######## spi_slave_param ########
## config.mk

```make
export PLATFORM = sky130hd
export DESIGN_NAME = spi_slave_param
export DESIGN_NICKNAME = d
export VERILOG_FILES = /design/src/rtl/spi_pkg.sv /design/src/rtl/spi_sync_edge.sv /design/src/rtl/spi_slave_param.sv
export SDC_FILE = /design/constraint.sdc
export NUM_CORES = 1
export LEC_CHECK = 0
export ABC_AREA = 1
export CAP_MARGIN = 15
export CELL_PAD_IN_SITES_DETAIL_PLACEMENT = 0
export CELL_PAD_IN_SITES_GLOBAL_PLACEMENT = 1
export CORE_MARGIN = 1
export CORE_UTILIZATION = 41
export CTS_CLUSTER_DIAMETER = 80
export CTS_CLUSTER_SIZE = 20
export DETAILED_ROUTE_END_ITERATION = 6
export GPL_TIMING_DRIVEN = 0
export PLACE_DENSITY_LB_ADDON = 0.1
export RECOVER_POWER = 25
export SLEW_MARGIN = 5
export SYNTH_ARGS = -nofsm -noshare
export SYNTH_HDL_FRONTEND = slang
export SYNTH_SLANG_ARGS = --single-unit
```

## constraint.sdc

```tcl
create_clock -name clk -period 2.5 [get_ports clk]
set_input_delay 0.5 -clock clk [delete_from_list [all_inputs] [get_ports clk]]
set_output_delay 0.5 -clock clk [all_outputs]
set_load 0.03 [all_outputs]
```

## src/rtl/spi_pkg.sv

```systemverilog
// Shared definitions for the SPI slave: mode encoding, edge selection and
// the default fill value shifted out when the transmit buffer is empty.
package spi_pkg;

    typedef struct packed {
        logic cpol;
        logic cpha;
    } spi_mode_t;

    localparam logic [1:0] SPI_MODE0 = 2'd0;
    localparam logic [1:0] SPI_MODE1 = 2'd1;
    localparam logic [1:0] SPI_MODE2 = 2'd2;
    localparam logic [1:0] SPI_MODE3 = 2'd3;

    // Every bit of the default underrun word takes this value.
    localparam logic UNDERRUN_FILL = 1'b1;

    // Modes 0 and 3 sample on the rising SCK edge; modes 1 and 2 on the falling one.
    function automatic logic sample_on_rise(input spi_mode_t mode);
        return ~(mode.cpol ^ mode.cpha);
    endfunction

endpackage

```

## src/rtl/spi_sync_edge.sv

```systemverilog
// Two-flop synchroniser for an asynchronous pin, plus a third flop that
// turns level changes into single-cycle rise/fall strobes.
module spi_sync_edge #(
    parameter logic RST_VAL = 1'b0
) (
    input  logic clk,
    input  logic rst_n,
    input  logic d,
    output logic rise,
    output logic fall
);

    logic meta_r;
    logic sync_r;
    logic prev_r;

    // Synchronise the pin and keep one cycle of history for edge detection.
    always_ff @(posedge clk or negedge rst_n) begin
        if (!rst_n) begin
            meta_r <= RST_VAL;
            sync_r <= RST_VAL;
            prev_r <= RST_VAL;
        end else begin
            meta_r <= d;
            sync_r <= meta_r;
            prev_r <= sync_r;
        end
    end

    assign rise = sync_r & ~prev_r;
    assign fall = ~sync_r & prev_r;

endmodule

```

## src/rtl/spi_slave_param.sv

```systemverilog
// SPI slave, DATA_W bits per word, MSB first, mode selectable per frame.
// All pins are oversampled in the clk domain; MISO is driven from a shift
// register that reloads from a one-word holding buffer at word boundaries.
module spi_slave_param
    import spi_pkg::*;
#(
    parameter int                DATA_W       = 8,
    parameter int                CNT_W        = 8,
    parameter logic [DATA_W-1:0] UNDERRUN_VAL = {DATA_W{UNDERRUN_FILL}}
) (
    input  logic              clk,
    input  logic              rst_n,
    input  logic              sck,
    input  logic              ssel,
    input  logic              mosi,
    output logic              miso,
    output logic              miso_oe,
    input  logic              cpol,
    input  logic              cpha,
    input  logic [DATA_W-1:0] tx_data,
    input  logic              tx_valid,
    output logic              tx_ready,
    output logic [DATA_W-1:0] rx_data,
    output logic              rx_valid,
    output logic              rx_abort,
    output logic              tx_underrun,
    output logic [CNT_W-1:0]  word_cnt,
    output logic              busy
);

    localparam int                BIT_W    = (DATA_W > 1) ? $clog2(DATA_W) : 1;
    localparam logic [BIT_W-1:0]  LAST_BIT = BIT_W'(DATA_W - 1);
    localparam logic [CNT_W-1:0]  CNT_MAX  = {CNT_W{1'b1}};

    // Synchronised pin events
    logic sck_rise_s;
    logic sck_fall_s;
    logic ssel_rise_s;
    logic ssel_fall_s;
    logic mosi_meta_r;
    logic mosi_sync_r;

    // Frame / receive state
    spi_mode_t         mode_r;
    logic              busy_r;
    logic              miso_oe_r;
    logic [BIT_W-1:0]  bitcnt_r;
    logic [DATA_W-1:0] rx_shift_r;
    logic [DATA_W-1:0] rx_data_r;
    logic              rx_valid_r;
    logic              rx_abort_r;
    logic [CNT_W-1:0]  word_cnt_r;
    logic              shift_pending_r;
    logic              load_pending_r;

    // Transmit state
    logic [DATA_W-1:0] tx_shift_r;
    logic [DATA_W-1:0] hold_r;
    logic              hold_full_r;
    logic              tx_ready_r;
    logic              tx_underrun_r;

    // Decoded per-cycle actions
    logic              sample_rise_s;
    logic              sample_ev_s;
    logic              shift_ev_s;
    logic              load_s;
    logic              shift_s;
    logic              accept_s;
    logic              hold_next_s;
    logic [DATA_W-1:0] rx_new_s;

    spi_sync_edge #(.RST_VAL(1'b0)) u_sck_sync (
        .clk   (clk),
        .rst_n (rst_n),
        .d     (sck),
        .rise  (sck_rise_s),
        .fall  (sck_fall_s)
    );

    // Chip select idles high so a held-low ssel reads as a fresh frame after reset.
    spi_sync_edge #(.RST_VAL(1'b1)) u_ssel_sync (
        .clk   (clk),
        .rst_n (rst_n),
        .d     (ssel),
        .rise  (ssel_rise_s),
        .fall  (ssel_fall_s)
    );

    // Two-flop synchroniser for MOSI; aligned in depth with the SCK edge strobes.
    always_ff @(posedge clk or negedge rst_n) begin
        if (!rst_n) begin
            mosi_meta_r <= 1'b0;
            mosi_sync_r <= 1'b0;
        end else begin
            mosi_meta_r <= mosi;
            mosi_sync_r <= mosi_meta_r;
        end
    end

    assign rx_new_s = {rx_shift_r[DATA_W-2:0], mosi_sync_r};

    // Decode SCK strobes into sample/shift events and the transmit actions they imply.
    always_comb begin
        sample_rise_s = sample_on_rise(mode_r);
        sample_ev_s   = 1'b0;
        shift_ev_s    = 1'b0;
        if (busy_r && !ssel_fall_s && !ssel_rise_s) begin
            if (sample_rise_s) begin
                sample_ev_s = sck_rise_s;
                shift_ev_s  = sck_fall_s;
            end else begin
                sample_ev_s = sck_fall_s;
                shift_ev_s  = sck_rise_s;
            end
        end else begin
            sample_ev_s = 1'b0;
            shift_ev_s  = 1'b0;
        end
        load_s      = ssel_fall_s | (shift_ev_s & load_pending_r);
        shift_s     = shift_ev_s & ~load_pending_r & shift_pending_r;
        accept_s    = tx_valid & tx_ready_r;
        hold_next_s = (hold_full_r & ~load_s) | accept_s;
    end

    // Frame control and receive path.
    always_ff @(posedge clk or negedge rst_n) begin
        if (!rst_n) begin
            mode_r          <= '{cpol: 1'b0, cpha: 1'b0};
            busy_r          <= 1'b0;
            miso_oe_r       <= 1'b0;
            bitcnt_r        <= '0;
            rx_shift_r      <= '0;
            rx_data_r       <= '0;
            rx_valid_r      <= 1'b0;
            rx_abort_r      <= 1'b0;
            word_cnt_r      <= '0;
            shift_pending_r <= 1'b0;
            load_pending_r  <= 1'b0;
        end else begin
            rx_valid_r <= 1'b0;
            rx_abort_r <= 1'b0;
            if (ssel_fall_s) begin
                mode_r          <= '{cpol: cpol, cpha: cpha};
                busy_r          <= 1'b1;
                miso_oe_r       <= 1'b1;
                bitcnt_r        <= '0;
                rx_shift_r      <= '0;
                word_cnt_r      <= '0;
                shift_pending_r <= 1'b0;
                load_pending_r  <= 1'b0;
            end else if (ssel_rise_s) begin
                busy_r          <= 1'b0;
                miso_oe_r       <= 1'b0;
                bitcnt_r        <= '0;
                shift_pending_r <= 1'b0;
                load_pending_r  <= 1'b0;
                // A partially shifted word is dropped, only flagged.
                rx_abort_r      <= (bitcnt_r != '0);
            end else if (sample_ev_s) begin
                rx_shift_r      <= rx_new_s;
                shift_pending_r <= 1'b1;
                if (bitcnt_r == LAST_BIT) begin
                    bitcnt_r       <= '0;
                    rx_data_r      <= rx_new_s;
                    rx_valid_r     <= 1'b1;
                    load_pending_r <= 1'b1;
                    if (word_cnt_r != CNT_MAX) begin
                        word_cnt_r <= word_cnt_r + CNT_W'(1);
                    end
                end else begin
                    bitcnt_r <= bitcnt_r + BIT_W'(1);
                end
            end else if (shift_ev_s) begin
                if (load_pending_r) begin
                    load_pending_r  <= 1'b0;
                    shift_pending_r <= 1'b0;
                end else begin
                    shift_pending_r <= 1'b0;
                end
            end
        end
    end

    // Transmit shift register and one-word holding buffer with valid/ready handshake.
    always_ff @(posedge clk or negedge rst_n) begin
        if (!rst_n) begin
            tx_shift_r    <= '0;
            hold_r        <= '0;
            hold_full_r   <= 1'b0;
            tx_ready_r    <= 1'b1;
            tx_underrun_r <= 1'b0;
        end else begin
            tx_underrun_r <= 1'b0;
            if (load_s) begin
                if (hold_full_r) begin
                    tx_shift_r <= hold_r;
                end else begin
                    tx_shift_r    <= UNDERRUN_VAL;
                    tx_underrun_r <= 1'b1;
                end
            end else if (shift_s) begin
                tx_shift_r <= {tx_shift_r[DATA_W-2:0], 1'b0};
            end
            // A load in the same cycle as an accept takes the old buffer word.
            if (accept_s) begin
                hold_r <= tx_data;
            end
            hold_full_r <= hold_next_s;
            tx_ready_r  <= ~hold_next_s;
        end
    end

    assign miso        = busy_r & tx_shift_r[DATA_W-1];
    assign miso_oe     = miso_oe_r;
    assign busy        = busy_r;
    assign tx_ready    = tx_ready_r;
    assign rx_data     = rx_data_r;
    assign rx_valid    = rx_valid_r;
    assign rx_abort    = rx_abort_r;
    assign tx_underrun = tx_underrun_r;
    assign word_cnt    = word_cnt_r;

endmodule

```

######## ped_crossing_ctrl ########
### config.mk
export PLATFORM = sky130hd
export DESIGN_NAME = ped_crossing_ctrl
export DESIGN_NICKNAME = d
export VERILOG_FILES = /design/src/rtl/ped_pkg.sv /design/src/rtl/ped_xwalk_fsm.sv /design/src/rtl/ped_crossing_ctrl.sv
export SDC_FILE = /design/constraint.sdc
export NUM_CORES = 1
export LEC_CHECK = 0
export CAP_MARGIN = 5
export CORE_MARGIN = 1
export CORE_UTILIZATION = 50
export CTS_CLUSTER_SIZE = 16
export DETAILED_ROUTE_END_ITERATION = 7
export PLACE_DENSITY = 0.76
export SLEW_MARGIN = 20
export SYNTH_ARGS = -nofsm -noshare
export SYNTH_HDL_FRONTEND = slang
export SYNTH_SLANG_ARGS = --single-unit
### constraint.sdc
create_clock -name clk -period 4.7 [get_ports clk]
set_clock_uncertainty 0.2 [all_clocks]
set_input_delay 0.705 -clock clk [delete_from_list [all_inputs] [get_ports clk]]
set_output_delay 0.705 -clock clk [all_outputs]
set_load 0.02 [all_outputs]
### src/rtl/ped_pkg.sv
// rtl/ped_pkg.sv - shared light codes, crosswalk state type and code legality check
package ped_pkg;

  localparam logic [2:0] LIGHT_RED = 3'b100;
  localparam logic [2:0] LIGHT_YEL = 3'b010;
  localparam logic [2:0] LIGHT_GRN = 3'b001;

  typedef enum logic [1:0] {
    IDLE  = 2'd0,
    WALK  = 2'd1,
    FLASH = 2'd2,
    DONE  = 2'd3
  } xwalk_state_t;

  function automatic logic light_legal(input logic [2:0] code);
    return (code == LIGHT_RED) || (code == LIGHT_YEL) || (code == LIGHT_GRN);
  endfunction

endpackage

### src/rtl/ped_xwalk_fsm.sv
// rtl/ped_xwalk_fsm.sv - one crosswalk: request latch, walk/flash/done sequencing, registered lamps
module ped_xwalk_fsm
  import ped_pkg::*;
#(
  parameter int WALK_CYC  = 8,
  parameter int FLASH_CYC = 6,
  parameter int CNT_W     = 4
) (
  input  logic             clk,
  input  logic             rst,
  input  logic             perm,
  input  logic             btn,
  input  logic             kill,
  output logic             walk,
  output logic             dontwalk,
  output logic [CNT_W-1:0] cnt,
  output logic             req,
  output logic             abort_p
);

  localparam int TMR_MAX = (WALK_CYC > FLASH_CYC) ? WALK_CYC : FLASH_CYC;
  localparam int TMR_W   = $clog2(TMR_MAX + 1);

  xwalk_state_t     state, state_n;
  logic [TMR_W-1:0] tmr, tmr_n;
  logic             btn_q;
  logic             req_set, req_n, walk_n, dontwalk_n, abort_n;
  logic [CNT_W-1:0] cnt_n;

  always_ff @(posedge clk) begin
    if (rst) begin
      state    <= IDLE;
      tmr      <= '0;
      btn_q    <= 1'b0;
      req      <= 1'b0;
      walk     <= 1'b0;
      dontwalk <= 1'b1;
      cnt      <= '0;
      abort_p  <= 1'b0;
    end else begin
      state    <= state_n;
      tmr      <= tmr_n;
      btn_q    <= btn;
      req      <= req_n;
      walk     <= walk_n;
      dontwalk <= dontwalk_n;
      cnt      <= cnt_n;
      abort_p  <= abort_n;
    end
  end

  always_comb begin
    state_n = state;
    tmr_n   = tmr;
    abort_n = 1'b0;
    // Rising edge only, so a held button latches a single request.
    req_set = btn && !btn_q && (state != WALK);
    req_n   = req | req_set;
    if (kill) begin
      state_n = IDLE;
      tmr_n   = '0;
      req_n   = 1'b0;
    end else begin
      case (state)
        IDLE: if (req && perm) begin
          state_n = WALK;
          tmr_n   = TMR_W'(WALK_CYC - 1);
          req_n   = req_set;
        end
        WALK: if (!perm) begin
          state_n = IDLE;
          abort_n = 1'b1;
        end else if (tmr == '0) begin
          state_n = FLASH;
          tmr_n   = TMR_W'(FLASH_CYC - 1);
        end else begin
          tmr_n = tmr - 1'b1;
        end
        FLASH: if (!perm) begin
          state_n = IDLE;
          abort_n = 1'b1;
        end else if (tmr == '0) begin
          state_n = DONE;
        end else begin
          tmr_n = tmr - 1'b1;
        end
        DONE: if (!perm) state_n = IDLE;
        default: state_n = IDLE;
      endcase
    end
    walk_n     = (state_n == WALK);
    cnt_n      = (state_n == FLASH) ? CNT_W'(tmr_n) : '0;
    dontwalk_n = (state_n == FLASH && state == FLASH) ? !dontwalk : (state_n != WALK);
  end

endmodule

### src/rtl/ped_crossing_ctrl.sv
// rtl/ped_crossing_ctrl.sv - permission decode, sticky fault detection and two crosswalk FSMs
module ped_crossing_ctrl
  import ped_pkg::*;
#(
  parameter int WALK_CYC  = 8,
  parameter int FLASH_CYC = 6,
  parameter int CNT_W     = 4
) (
  input  logic             clk,
  input  logic             rst,
  input  logic [2:0]       north_light,
  input  logic [2:0]       south_light,
  input  logic [2:0]       east_light,
  input  logic [2:0]       west_light,
  input  logic             btn_a,
  input  logic             btn_b,
  output logic             walk_a,
  output logic             walk_b,
  output logic             dontwalk_a,
  output logic             dontwalk_b,
  output logic [CNT_W-1:0] cnt_a,
  output logic [CNT_W-1:0] cnt_b,
  output logic             req_a,
  output logic             req_b,
  output logic             abort,
  output logic             fault
);

  logic perm_a, perm_b, illegal, abort_a, abort_b;

  assign perm_a  = (east_light == LIGHT_RED) && (west_light == LIGHT_RED);
  assign perm_b  = (north_light == LIGHT_RED) && (south_light == LIGHT_RED);
  assign illegal = !light_legal(north_light) || !light_legal(south_light) ||
                   !light_legal(east_light)  || !light_legal(west_light);

  always_ff @(posedge clk) begin
    if (rst) fault <= 1'b0;
    else     fault <= fault | illegal;
  end

  // Both abort sources are registered, so the OR adds no input-to-output path.
  assign abort = abort_a | abort_b;

  ped_xwalk_fsm #(.WALK_CYC(WALK_CYC), .FLASH_CYC(FLASH_CYC), .CNT_W(CNT_W)) u_xwalk_a (
    .clk(clk), .rst(rst), .perm(perm_a), .btn(btn_a), .kill(fault),
    .walk(walk_a), .dontwalk(dontwalk_a), .cnt(cnt_a), .req(req_a), .abort_p(abort_a)
  );

  ped_xwalk_fsm #(.WALK_CYC(WALK_CYC), .FLASH_CYC(FLASH_CYC), .CNT_W(CNT_W)) u_xwalk_b (
    .clk(clk), .rst(rst), .perm(perm_b), .btn(btn_b), .kill(fault),
    .walk(walk_b), .dontwalk(dontwalk_b), .cnt(cnt_b), .req(req_b), .abort_p(abort_b)
  );

endmodule

######## res_collector ########
===== src/rtl/res_collector.sv =====
// res_collector -- gathers a batch of NUM result items from a valid/ready
// source into a flat register array, then holds the batch until the host
// acknowledges it.
//
// Ports
//   clk_i          rising-edge clock
//   reset_ni       asynchronous active-low reset
//   res_valid_i    source item valid
//   res_i          source item data (ITEM_WIDTH)
//   res_ready_o    collector accepts an item this cycle (state == COLLECT)
//   batch_ack_i    host pulse releasing a full batch
//   result_data_o  collected items, index = arrival order within the batch
//   count_o        items stored in the current batch (0..NUM)
//   recv_en_o      toggles once per completed batch
//   batch_cnt_o    completed batches, wraps at 16 bits
//   stall_cnt_o    cycles with valid=1 and ready=0, saturates at 0xFFFF

// One result entry: loads when its index is written, otherwise holds.
module res_slot #(
    parameter int ITEM_WIDTH = 8
) (
    input  logic                  clk_i,
    input  logic                  reset_ni,
    input  logic                  we_i,
    input  logic [ITEM_WIDTH-1:0] d_i,
    output logic [ITEM_WIDTH-1:0] q_o
);
    logic [ITEM_WIDTH-1:0] q_q, q_d;

    always_comb begin
        q_d = q_q;
        if (we_i) q_d = d_i;
    end

    always_ff @(posedge clk_i or negedge reset_ni) begin
        if (!reset_ni) q_q <= '0;
        else           q_q <= q_d;
    end

    assign q_o = q_q;
endmodule

module res_collector #(
    parameter int NUM        = 100,
    parameter int ITEM_WIDTH = 8
) (
    input  logic                                clk_i,
    input  logic                                reset_ni,
    input  logic                                res_valid_i,
    input  logic [ITEM_WIDTH-1:0]               res_i,
    output logic                                res_ready_o,
    input  logic                                batch_ack_i,
    output logic [NUM-1:0][ITEM_WIDTH-1:0]      result_data_o,
    output logic [$clog2(NUM+1)-1:0]            count_o,
    output logic                                recv_en_o,
    output logic [15:0]                         batch_cnt_o,
    output logic [15:0]                         stall_cnt_o
);
    localparam int CW = $clog2(NUM + 1);
    localparam int PW = $clog2(NUM);

    typedef enum logic [1:0] {IDLE, COLLECT, FULL} state_e;

    state_e          state_q, state_d;
    logic [PW-1:0]   wr_ptr_q, wr_ptr_d;
    logic [CW-1:0]   count_q, count_d;
    logic            recv_en_q, recv_en_d;
    logic [15:0]     batch_cnt_q, batch_cnt_d;
    logic [15:0]     stall_cnt_q, stall_cnt_d;

    logic            accept;
    logic            last_slot;

    // Ready is a pure decode of the registered state, so the source never
    // sees a combinational path from valid or ack back to ready.
    assign res_ready_o = (state_q == COLLECT);
    assign accept      = res_valid_i && res_ready_o;
    assign last_slot   = (wr_ptr_q == PW'(NUM - 1));

    always_comb begin
        state_d     = state_q;
        wr_ptr_d    = wr_ptr_q;
        count_d     = count_q;
        recv_en_d   = recv_en_q;
        batch_cnt_d = batch_cnt_q;
        stall_cnt_d = stall_cnt_q;

        // Back-pressure counter covers IDLE and FULL alike, including the
        // ack+valid cycle in FULL where the item is refused.
        if (res_valid_i && !res_ready_o && (stall_cnt_q != 16'hFFFF))
            stall_cnt_d = stall_cnt_q + 16'd1;

        unique case (state_q)
            IDLE: state_d = COLLECT;
            COLLECT: begin
                // Host acks here are meaningless and dropped.
                if (accept) begin
                    if (last_slot) begin
                        wr_ptr_d    = '0;
                        count_d     = CW'(NUM);
                        state_d     = FULL;
                        recv_en_d   = ~recv_en_q;
                        batch_cnt_d = batch_cnt_q + 16'd1;
                    end else begin
                        wr_ptr_d = wr_ptr_q + PW'(1);
                        count_d  = count_q + CW'(1);
                    end
                end
            end
            FULL: begin
                if (batch_ack_i) begin
                    state_d = COLLECT;
                    count_d = '0;
                end
            end
            default: state_d = IDLE;
        endcase
    end

    always_ff @(posedge clk_i or negedge reset_ni) begin
        if (!reset_ni) begin
            state_q     <= IDLE;
            wr_ptr_q    <= '0;
            count_q     <= '0;
            recv_en_q   <= 1'b0;
            batch_cnt_q <= '0;
            stall_cnt_q <= '0;
        end else begin
            state_q     <= state_d;
            wr_ptr_q    <= wr_ptr_d;
            count_q     <= count_d;
            recv_en_q   <= recv_en_d;
            batch_cnt_q <= batch_cnt_d;
            stall_cnt_q <= stall_cnt_d;
        end
    end

    // Entries are never bulk-cleared between batches; only the indexed slot
    // loads on an accept, which keeps stale data visible until overwritten.
    for (genvar i = 0; i < NUM; i++) begin : g_slot
        res_slot #(.ITEM_WIDTH(ITEM_WIDTH)) u_slot (
            .clk_i    (clk_i),
            .reset_ni (reset_ni),
            .we_i     (accept && (wr_ptr_q == PW'(i))),
            .d_i      (res_i),
            .q_o      (result_data_o[i])
        );
    end

    assign count_o     = count_q;
    assign recv_en_o   = recv_en_q;
    assign batch_cnt_o = batch_cnt_q;
    assign stall_cnt_o = stall_cnt_q;
endmodule


===== config.mk =====
export PLATFORM = sky130hd
export DESIGN_NAME = res_collector
export DESIGN_NICKNAME = d
export VERILOG_FILES = /design/src/rtl/res_collector.sv
export SDC_FILE = /design/constraint.sdc
export NUM_CORES = 1
export LEC_CHECK = 0
export CORE_AREA = 8 8 324 326
export DETAILED_ROUTE_END_ITERATION = 12
export DIE_AREA = 0 0 332 334
export PLACE_DENSITY = 0.61
export SLEW_MARGIN = 20
export SYNTH_ARGS = -nofsm -noshare
export SYNTH_HDL_FRONTEND = slang
export SYNTH_SLANG_ARGS = --single-unit

===== constraint.sdc =====
create_clock -name clk_i -period 2.1 [get_ports clk_i]
set_clock_uncertainty 0.1 [all_clocks]
set_input_delay 0.21 -clock clk_i [delete_from_list [all_inputs] [get_ports clk_i]]
set_output_delay 0.21 -clock clk_i [all_outputs]
set_load 0.03 [all_outputs]

######## spatz_boot_sequencer ########
[src/rtl/spatz_boot_sequencer.sv]
// -----------------------------------------------------------------------------
// spatz_boot_sequencer
//
// Hardware boot flow for the Spatz cluster. On an accepted start request the
// block waits BootDelay cycles. It then writes the latched entry point into
// CLUSTER_BOOT_CONTROL through a reqrsp master port. When the write response
// returns without error, it pulses debug_req_o to wake every core.
//
// Optional feature (compile-time macro):
//   SPATZ_BOOT_SEQ_TIMEOUT_EN - abort the response wait after TimeoutCycles
//                               cycles, flag error_o and skip the wake-up.
//
// Ports:
//   clk_i, rst_i        clock, asynchronous active-high reset
//   start_i             start request, sampled only in IDLE and DONE
//   entry_point_i       boot entry point, latched when start is accepted
//   q_*                 reqrsp request channel (single 64-bit write)
//   p_valid_i/p_error_i reqrsp response channel, p_ready_o accepts it
//   debug_req_o         per-core wake-up request
//   busy_o              sequence in progress
//   done_o, error_o     sticky completion / failure flags, cleared on start
// -----------------------------------------------------------------------------
module spatz_boot_sequencer #(
   parameter int unsigned          AddrWidth     = 48,
   parameter int unsigned          NumCores      = 9,
   parameter logic [AddrWidth-1:0] BootAddr      = '0,
   parameter int unsigned          BootDelay     = 1000,
   parameter int unsigned          WakeCycles    = 1,    // must be >= 1
   parameter int unsigned          TimeoutCycles = 4096
) (
   input  logic                 clk_i,
   input  logic                 rst_i,
   input  logic                 start_i,
   input  logic [31:0]          entry_point_i,
   output logic [AddrWidth-1:0] q_addr_o,
   output logic [63:0]          q_data_o,
   output logic                 q_write_o,
   output logic [7:0]           q_strb_o,
   output logic                 q_valid_o,
   input  logic                 q_ready_i,
   input  logic                 p_valid_i,
   input  logic                 p_error_i,
   output logic                 p_ready_o,
   output logic [NumCores-1:0]  debug_req_o,
   output logic                 busy_o,
   output logic                 done_o,
   output logic                 error_o
);

   typedef enum logic [2:0] {
      IDLE,
      DELAY,
      REQ,
      RSP,
      WAKE,
      DONE
   } state_e;

   // One counter serves the delay, the wake pulse and the response timeout,
   // so it is sized for the largest of the three.
   localparam int unsigned CntMax0 = (BootDelay > WakeCycles) ? BootDelay : WakeCycles;
   localparam int unsigned CntMax  = (CntMax0 > TimeoutCycles) ? CntMax0 : TimeoutCycles;
   localparam int unsigned CntW    = $clog2(CntMax + 1);

   // Terminal counts. DelayLast is meaningless when BootDelay==0 because
   // DELAY is then never entered.
   localparam logic [CntW-1:0] DelayLast = CntW'(BootDelay - 1);
   localparam logic [CntW-1:0] WakeLast  = CntW'(WakeCycles - 1);
`ifdef SPATZ_BOOT_SEQ_TIMEOUT_EN
   localparam logic [CntW-1:0] TimeoutLast = CntW'(TimeoutCycles - 1);
`endif

   state_e          state_q;
   logic [CntW-1:0] cnt_q;
   logic [31:0]     entry_q;
   logic            q_valid_q;
   logic            error_q;

   // NOTE: sequential state uses non-blocking assignments only, so every
   // register samples the pre-edge values regardless of statement order.
   always_ff @(posedge clk_i or posedge rst_i) begin
      if (rst_i) begin
         // NOTE: the entry latch is a plain register, not a memory, so it is
         // reset with everything else and the outputs are clean from reset.
         state_q   <= IDLE;
         cnt_q     <= '0;
         entry_q   <= '0;
         q_valid_q <= 1'b0;
         error_q   <= 1'b0;
      end else begin
         unique case (state_q)
            IDLE, DONE: begin
               if (start_i) begin
                  entry_q <= entry_point_i;
                  error_q <= 1'b0;
                  cnt_q   <= '0;
                  state_q <= (BootDelay == 0) ? REQ : DELAY;
               end
            end

            DELAY: begin
               if (cnt_q == DelayLast) begin
                  state_q <= REQ;
               end else begin
                  cnt_q <= cnt_q + 1'b1;
               end
            end

            // The first REQ cycle only raises the registered valid. That keeps
            // q_valid_o free of input paths and places its rising edge
            // BootDelay+1 cycles after the start is accepted.
            REQ: begin
               if (!q_valid_q) begin
                  q_valid_q <= 1'b1;
               end else if (q_ready_i) begin
                  q_valid_q <= 1'b0;
                  cnt_q     <= '0;
                  state_q   <= RSP;
               end
            end

            // A response is checked before the timeout, so a response that
            // arrives in the final cycle is handled normally.
            RSP: begin
               if (p_valid_i) begin
                  if (p_error_i) begin
                     error_q <= 1'b1;
                     state_q <= DONE;
                  end else begin
                     cnt_q   <= '0;
                     state_q <= WAKE;
                  end
               end
`ifdef SPATZ_BOOT_SEQ_TIMEOUT_EN
               else if (cnt_q == TimeoutLast) begin
                  error_q <= 1'b1;
                  state_q <= DONE;
               end else begin
                  cnt_q <= cnt_q + 1'b1;
               end
`endif
            end

            WAKE: begin
               if (cnt_q == WakeLast) begin
                  state_q <= DONE;
               end else begin
                  cnt_q <= cnt_q + 1'b1;
               end
            end

            default: state_q <= IDLE;
         endcase
      end
   end

   // The payload is qualified by valid, so the bus is quiet outside the
   // request. It is stable during a stall because entry_q changes only in
   // IDLE and DONE.
   assign q_valid_o = q_valid_q;
   assign q_write_o = q_valid_q;
   assign q_strb_o  = {8{q_valid_q}};
   assign q_addr_o  = q_valid_q ? BootAddr : '0;
   assign q_data_o  = q_valid_q ? {32'h0, entry_q} : 64'h0;

   // These are decoded from state only. The reset therefore clears them
   // immediately, and a response arriving outside RSP is held off upstream.
   assign p_ready_o   = (state_q == RSP);
   assign debug_req_o = {NumCores{state_q == WAKE}};
   assign busy_o      = (state_q == DELAY) || (state_q == REQ) ||
                        (state_q == RSP)   || (state_q == WAKE);
   assign done_o      = (state_q == DONE);
   assign error_o     = error_q;

endmodule

[config.mk]
export PLATFORM = sky130hd
export DESIGN_NAME = spatz_boot_sequencer
export DESIGN_NICKNAME = d
export VERILOG_FILES = /design/src/rtl/spatz_boot_sequencer.sv
export SDC_FILE = /design/constraint.sdc
export NUM_CORES = 1
export LEC_CHECK = 0
export CAP_MARGIN = 10
export CORE_MARGIN = 3
export CORE_UTILIZATION = 43
export DETAILED_ROUTE_END_ITERATION = 8
export GPL_TIMING_DRIVEN = 0
export PLACE_DENSITY = 0.83
export SYNTH_ARGS = -nofsm -noshare
export SYNTH_HDL_FRONTEND = slang
export SYNTH_SLANG_ARGS = --single-unit
export TNS_END_PERCENT = 50
[constraint.sdc]
create_clock -name clk_i -period 3.5 [get_ports clk_i]
set_clock_uncertainty 0.1 [all_clocks]
set_input_delay 0.525 -clock clk_i [delete_from_list [all_inputs] [get_ports clk_i]]
set_output_delay 0.525 -clock clk_i [all_outputs]
set_load 0.005 [all_outputs]

## Gallery

The metal 2 layer.
picture 1
Bar = 20 microns.
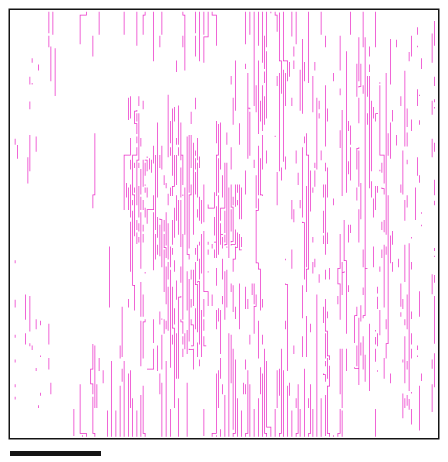
picture 2
Bar = 20 microns.
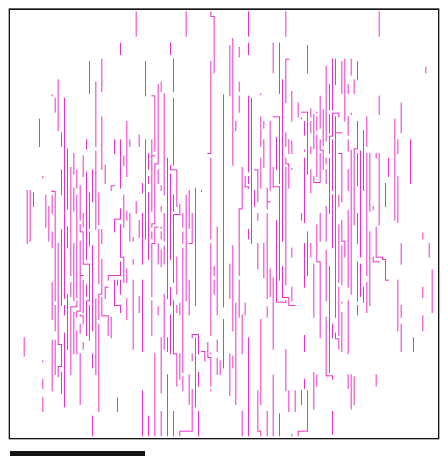
picture 3
Bar = 100 microns.
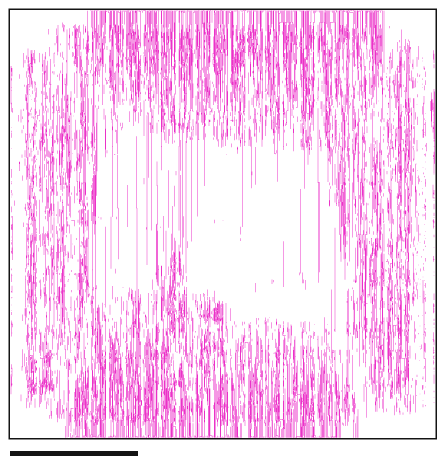
picture 4
Bar = 20 microns.
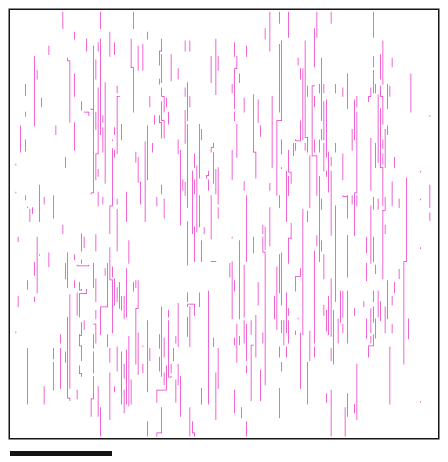
Of these, smallest die: picture 2
Of these, largest die: picture 3
spatz_boot_sequencer -> picture 1
spi_slave_param -> picture 4
ped_crossing_ctrl -> picture 2
res_collector -> picture 3

spi_slave_param, wiring by layer:
Only two layers are drawn.
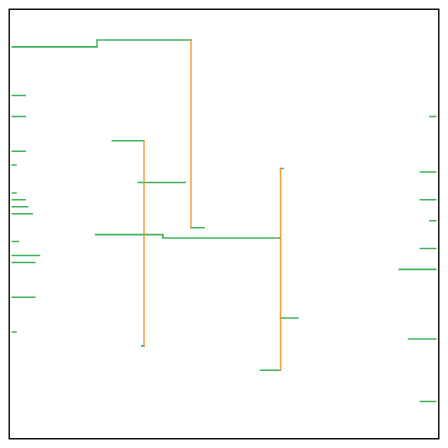
| color | layer | wire length |
|---|---|---|
| green | met3 | 160 microns |
| orange | met4 | 116 microns |
post-DR wirelength/cell: 12.0 microns
GR Util All Layers: 16.5%
WL final: 5.02 mm

==> notes.md, spi_slave_param <==
run results: Root Driver clkbuf_8, most frequent cells in the layout 76 x nand2_1, 56 x dfrtp_1, 37 x inv_1, clock buf count 13, drt pass-1 iters 7, Fillers between 600 and 700, fin cells 420, CP max stage delay approximately 0.65 ns, synth warn 0, dpl cell area 3210 sq um, run status finished clean, CTS Buf Count 9, Core ar. 6390 sq um, CTS clock-pin slew for the worst setup and hold paths around 0.060 ns, Setup-failing EPs final 0, CP endpoint kind output pin, initial antenna violation count 0, final instance area roughly 3400 sq um, Synth Cell Area 2740 sq um, Post-Synth AOI/OAI Area 10.8%, postcts setup bufs 0, critical path type reg -> out, most frequent logic cell in the layout nand2_1
-- spi_slave_param: registers in the layout (all words and copies together), names as in the netlist, 2 cells and up --
signal      count
mode_r          2
tx_shift_r      8
rx_data         8
rx_shift_r      7
word_cnt        8
hold_r          8
bitcnt_r        3
-- spi_slave_param: logic make-up after synthesis --
kind of cell | count (synthesis)
and+or+nand+nor | 122
muxes | 8
AOI/OAI and AO/OA | 48
DFF | 60
buffers and inverters | 45
adders and majority gates | 6
-- spi_slave_param: critical path, delay by kind of cell, from the launching register on --
family,cells,cell delay [ns]
buf+inv,2,0.79
flops,1,0.45
-- spi_slave_param: metal layers --
metal,routed length [microns],vias to the layer above,track usage [%]
li1,-,1028,-
met1,2500,949,22.5
met2,2240,31,24.4
met3,159,9,3.56
met4,116,0,9.24
met5,0,-,0
-- spi_slave_param: where the power goes --
group	total (mW)	switching (mW)	internal (mW)	leakage, nW
registers	1.21	0.0870	1.12	0.763
clock network	0.888	0.373	0.516	0.0959
logic	0.511	0.289	0.222	0.743
total	2.61	0.749	1.86	1.60
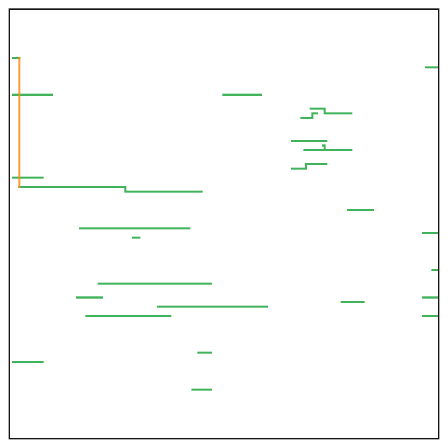
ped_crossing_ctrl: wiring by layer
Only two layers are drawn.
| color | layer | wire length |
|---|---|---|
| orange | met4 | 19.0 microns |
| green | met3 | 163 microns |
post-DR wirelength/cell: 14.4 microns
WL final: 4.23 mm
GR Util All Layers: 23.3%

ped_crossing_ctrl, cell outlines without signal wires:
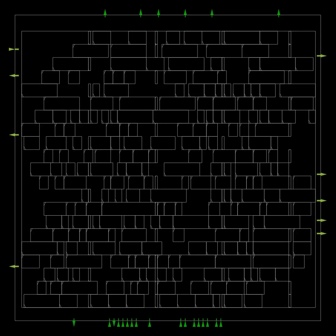
fin cells: 294
final design utilization: 66.9%
final sequential cell count: 31
tapcell count: 46

==> notes.md, ped_crossing_ctrl <==
run results: R2R depth 7, FF-to-FF End u_xwalk_a.cnt[2]$_SDFF_PP0_, tally of OpenROAD warnings 34, CTS clock-pin slew for the worst setup and hold paths about 0.060 ns, Mean Syn Cell Area 8.71 sq um, I/O Buffers 31, Nets 277, bufs w/o clock 32, Peak VDD IR between 0.15 and 0.2 mV, CP Launch Point north_light[0], Hold Crit Depth 1, Clock Latency Late Sink 0.28 ns, NonClk Buf Share 13.7%, yosys cell count between 200 and 250, Area Growth Syn to Fin 24.0%, 1st-iter DRT viols 159, Tcrit/Tclk final 60.6%, run status finished clean, DRC errors left 0, grt peak-use layer met2, top sig layer met4, async set or reset register ratio after synthesis 0%, layout cells sized above 1 under 10%, Pwr per Cell Area 249 nW/um^2, met2 Track Usage GR 41.0%, cell count after synthesis 215, detailed placement HPWL 3.17 mm, CP max stage delay 0.63 ns, ys flops 31, Flop pwr share between 40% and 50%, Inst Count DP approximately 290, seq pwr roughly 0.27 mW, num rows 21, Synth top cell by count dfxtp_1, Resize count post-CTS 0, drt pass-1 iters 5, Total Power 0.579 mW, EDFF count, synth 0, TritonCTS Sinks 31, Place WS 1.60 ns, Reg area 621 sq um, number of global-route vias before repair ~1600, Final Critical Period 2.85 ns
[ped_crossing_ctrl: cells by family (layout without fill, tap and decap cells)]
family | after synthesis | in the layout | share of synthesized area (%)
AND/OR/NAND/NOR | 85 | 85 | 27.7
multiplexers | 2 | 2 | 1.14
XOR/XNOR | 2 | 2 | 0.936
adder cells (fa/ha/maj) | 14 | 14 | 9.36
AND-OR/OR-AND | 58 | 58 | 22.1
flip-flops | 31 | 31 | 33.2
buffers and inverters | 23 | 56 | 5.55
[ped_crossing_ctrl: state kept, by name (all words and copies together) (netlist names)]
register,cells
u_xwalk_b.abort_p,1
u_xwalk_a.btn_q,1
fault,1
u_xwalk_a.state,2
u_xwalk_a.dontwalk,1
u_xwalk_a.abort_p,1
u_xwalk_b.dontwalk,1
u_xwalk_b.walk,1
u_xwalk_b.tmr,4
u_xwalk_a.req,1
u_xwalk_a.tmr,4
u_xwalk_b.req,1
u_xwalk_b.cnt,4
u_xwalk_b.btn_q,1
u_xwalk_b.state,2
u_xwalk_a.cnt,4
u_xwalk_a.walk,1
spatz_boot_sequencer, sequential cells grouped by signal name:
Other sequential cells in the stronger gray, the rest of the logic in the fainter gray.
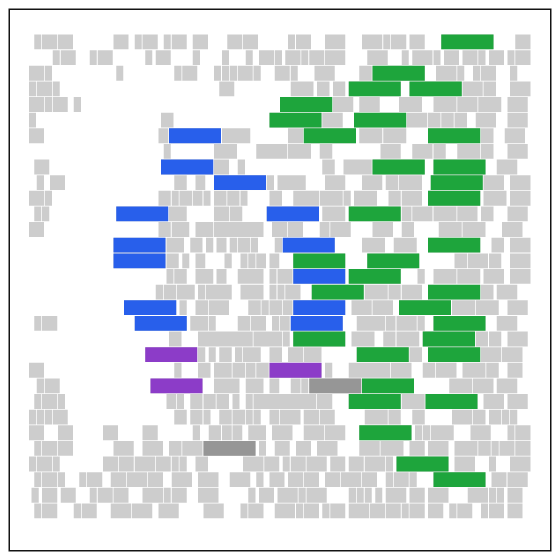
| color | name in the netlist | flops |
|---|---|---|
| purple | state_q | 3 |
| blue | cnt_q | 13 |
| green | entry_q | 32 |
not colored: 2
Seq area share: 26.1%
seq pwr: 0.989 mW
Reg area: 1250 sq um
final design utilization: 65.1%

==> notes.md, spatz_boot_sequencer <==
run results: run status finished clean, number of global-route vias before repair approximately 2400, met2 Track Usage GR just under 30%, I/O Buffers between 90 and 100, Total Power 2.46 mW, tally of OpenROAD warnings 27, xor/xnor share 0.790%, grt peak-use layer met2, most frequent logic cell in the layout buf_4, routed vias/inst 4.32, first-pass GRT wire length 11.3 mm, most frequent cells in the layout 98 x buf_4, 92 x clkdlybuf4s50_1, 80 x conb_1, setup ws final 0.687 ns, 1st-iter DRT viols 105, hold_buf cts 0, Clock Latency Late Sink between 0.2 and 0.3 ns, Root Driver clkbuf_8, Die Height around 94 microns, critical path type reg -> out, pin count of the biggest net entering global routing 35, Max H-tree Level 2, detailed placement HPWL roughly 6 mm, drt pass-1 iters 4, Synth top cells by count 98 x buf_4, 50 x dfrtp_1, 34 x and2_1, Largest Register entry_q, simple share 17.4%, fin cells slightly above 600, yosys cell count 339, fraction of area in multi-input gates 32.6%, Synth Flop Type dfrtp_1, Inst Count DP 610, EDFF count, synth 0, Setup-failing EPs final 0, dominant cell type by area after synthesis dfrtp_1
[spatz_boot_sequencer: worst paths after layout]
kind / startpoint / to / slack, ns / depth (start not counted)
setup / recovery: state_q[0]$_DFFE_PP0P_ / debug_req_o[2] / 0.69 / 5
hold / removal: entry_q[15]$_DFFE_PP0P_ / entry_q[15]$_DFFE_PP0P_ / 0.40 / 1
setup reg to reg: cnt_q[0]$_DFFE_PP0P_ / cnt_q[0]$_DFFE_PP0P_ / 1.42 / 7
hold reg to reg: entry_q[15]$_DFFE_PP0P_ / entry_q[15]$_DFFE_PP0P_ / 0.40 / 1
max in group asynchronous: rst_i / entry_q[7]$_DFFE_PP0P_ / 2.37 / 3
min in group asynchronous: rst_i / entry_q[21]$_DFFE_PP0P_ / 0.42 / 2
[spatz_boot_sequencer: critical path, delay by kind of cell (launching register included)]
kind / cells / cell delay (ns)
buf+inv: 4 / 1.07
simple gates: 1 / 0.45
flops: 1 / 0.37
[spatz_boot_sequencer: report_power, final]
| group | internal, mW | total, mW | switching, mW |
|---|---|---|---|
| Combinational | 0.719 | 1.08 | 0.357 |
| Sequential | 0.818 | 0.989 | 0.171 |
| Clock | 0.213 | 0.397 | 0.183 |
| Total | 1.75 | 2.46 | 0.712 |
res_collector, nets reached from selected ports:
Bar = 100 microns.
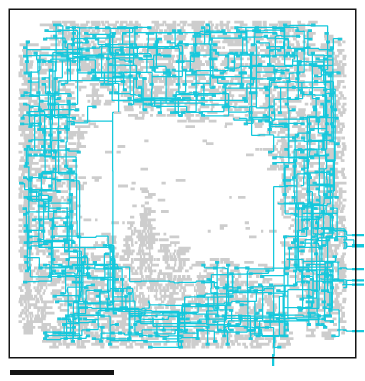
| color | port | bits | direction | edge | end cells | buffers | wire |
|---|---|---|---|---|---|---|---|
| cyan | res_i | 8 | input | 7 right, 1 bottom | 800 | 45 | 19400 microns |

==> notes.md, res_collector <==
run results: CP delay by family, top buffers and inverters, number of global-route vias before repair 24300, Synth top cell by count dfrtp_1, Synth Flop Type dfrtp_1, area share, top type 65.0%, grt met1 use 24.8%, detailed placement HPWL 87.8 mm, Nets 3175, Reg area 21200 sq um, tally of OpenROAD warnings 31, run status finished clean, Pwr per Cell Area 1050 nW/um^2, Die Wd around 330 microns, drt pass-1 iters 4, most frequent cells in the layout 847 x dfrtp_1, 793 x mux2_2, 474 x clkdlybuf4s50_1, dpl cell area around 46000 sq um, Total Power between 50 and 60 mW, yosys cell count 2087, CTS Buf Count 92, Antenna Cells 1, most frequent logic cell in the layout dfrtp_1, RD Place Congestion 0.817, CTS tree yes, Min-Delay Startpoint res_i[3], Data arrival, critical path 2.52 ns, CTS clock-pin slew for the worst setup and hold paths 0.06 ns, Vias 22000, Max H-tree Level 3, Peak VDD IR 0.949 mV
-- res_collector: power groups by stage --
stage | Sequential [mW] | Clock, mW | Combinational, mW
after CTS | 20.1 | 16.9 | 14.8
after detailed placement | 20.4 | 0 | 15.4
final | 20.1 | 16.5 | 14.7
after global placement | 20.3 | 0 | 15.3
after floorplan | 24.7 | 0 | 3.07
after global routing | 20.5 | 17.6 | 15.4
-- res_collector: repair_timing --
item | in CTS | in global routing
resized | 362 | 75
gates cloned | 0 | 2
setup endpoints to repair | 523 | 329
pin swaps | 1 | 2
hold buffers | 9 | 0
endpoints found under the hold margin | 634 | 0
setup buffers | 2 | 1
-- res_collector: cell families (layout without fill, tap and decap cells) --
kind of cell | after synthesis | count (layout) | synth area share (%)
simple gates | 249 | 249 | 4.40
compound gates | 29 | 29 | 0.551
buf+inv | 128 | 1272 | 1.61
fa+ha+maj | 7 | 7 | 0.268
flops | 849 | 849 | 65.0
xor+xnor | 32 | 32 | 0.857
mux | 793 | 793 | 27.3
other cells | 0 | 1 | 0
-- res_collector: metal layers --
layer / part of all wire [%] / wire length (microns)
met2: 49 / 59700
met1: 39 / 48000
met4: 4.9 / 5920
met3: 6.5 / 7900
met5: 0 / 0


==> gallery <==
Cell outlines without signal wires.
panel A
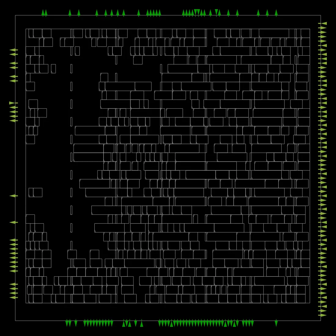
panel B
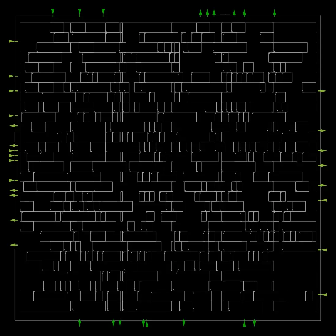
panel C
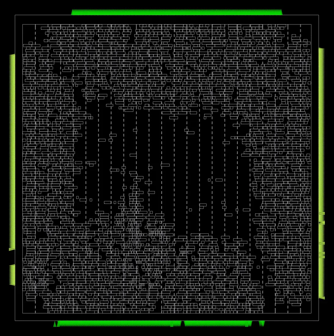
Panel A comes from spatz_boot_sequencer.
Panel C comes from res_collector.
Panel B comes from spi_slave_param.
The one with the most cells is panel C.
The one with the fewest sequential cells is panel A.


## Gallery

Nets reached from selected ports.
Bar = 20 microns.
(a)
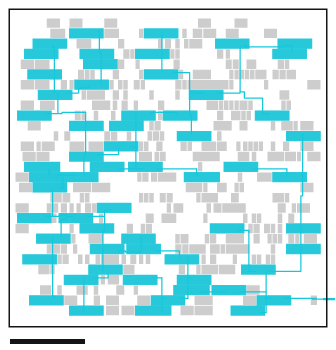
(b)
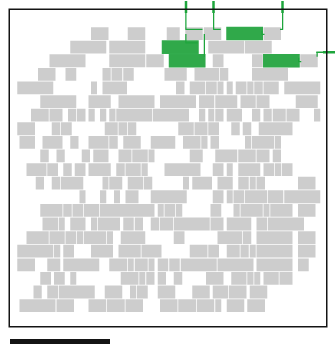
(c)
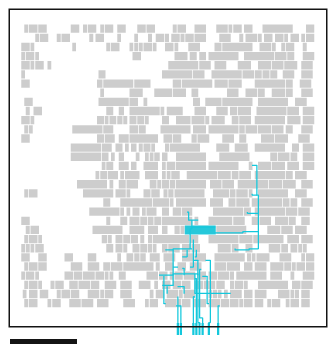
(a) is spi_slave_param.
(c) is spatz_boot_sequencer.
(b) is ped_crossing_ctrl.
- smallest die: (b)
- most cells: (c)

No activity file was given, so power comes from the tool's default toggle rates.
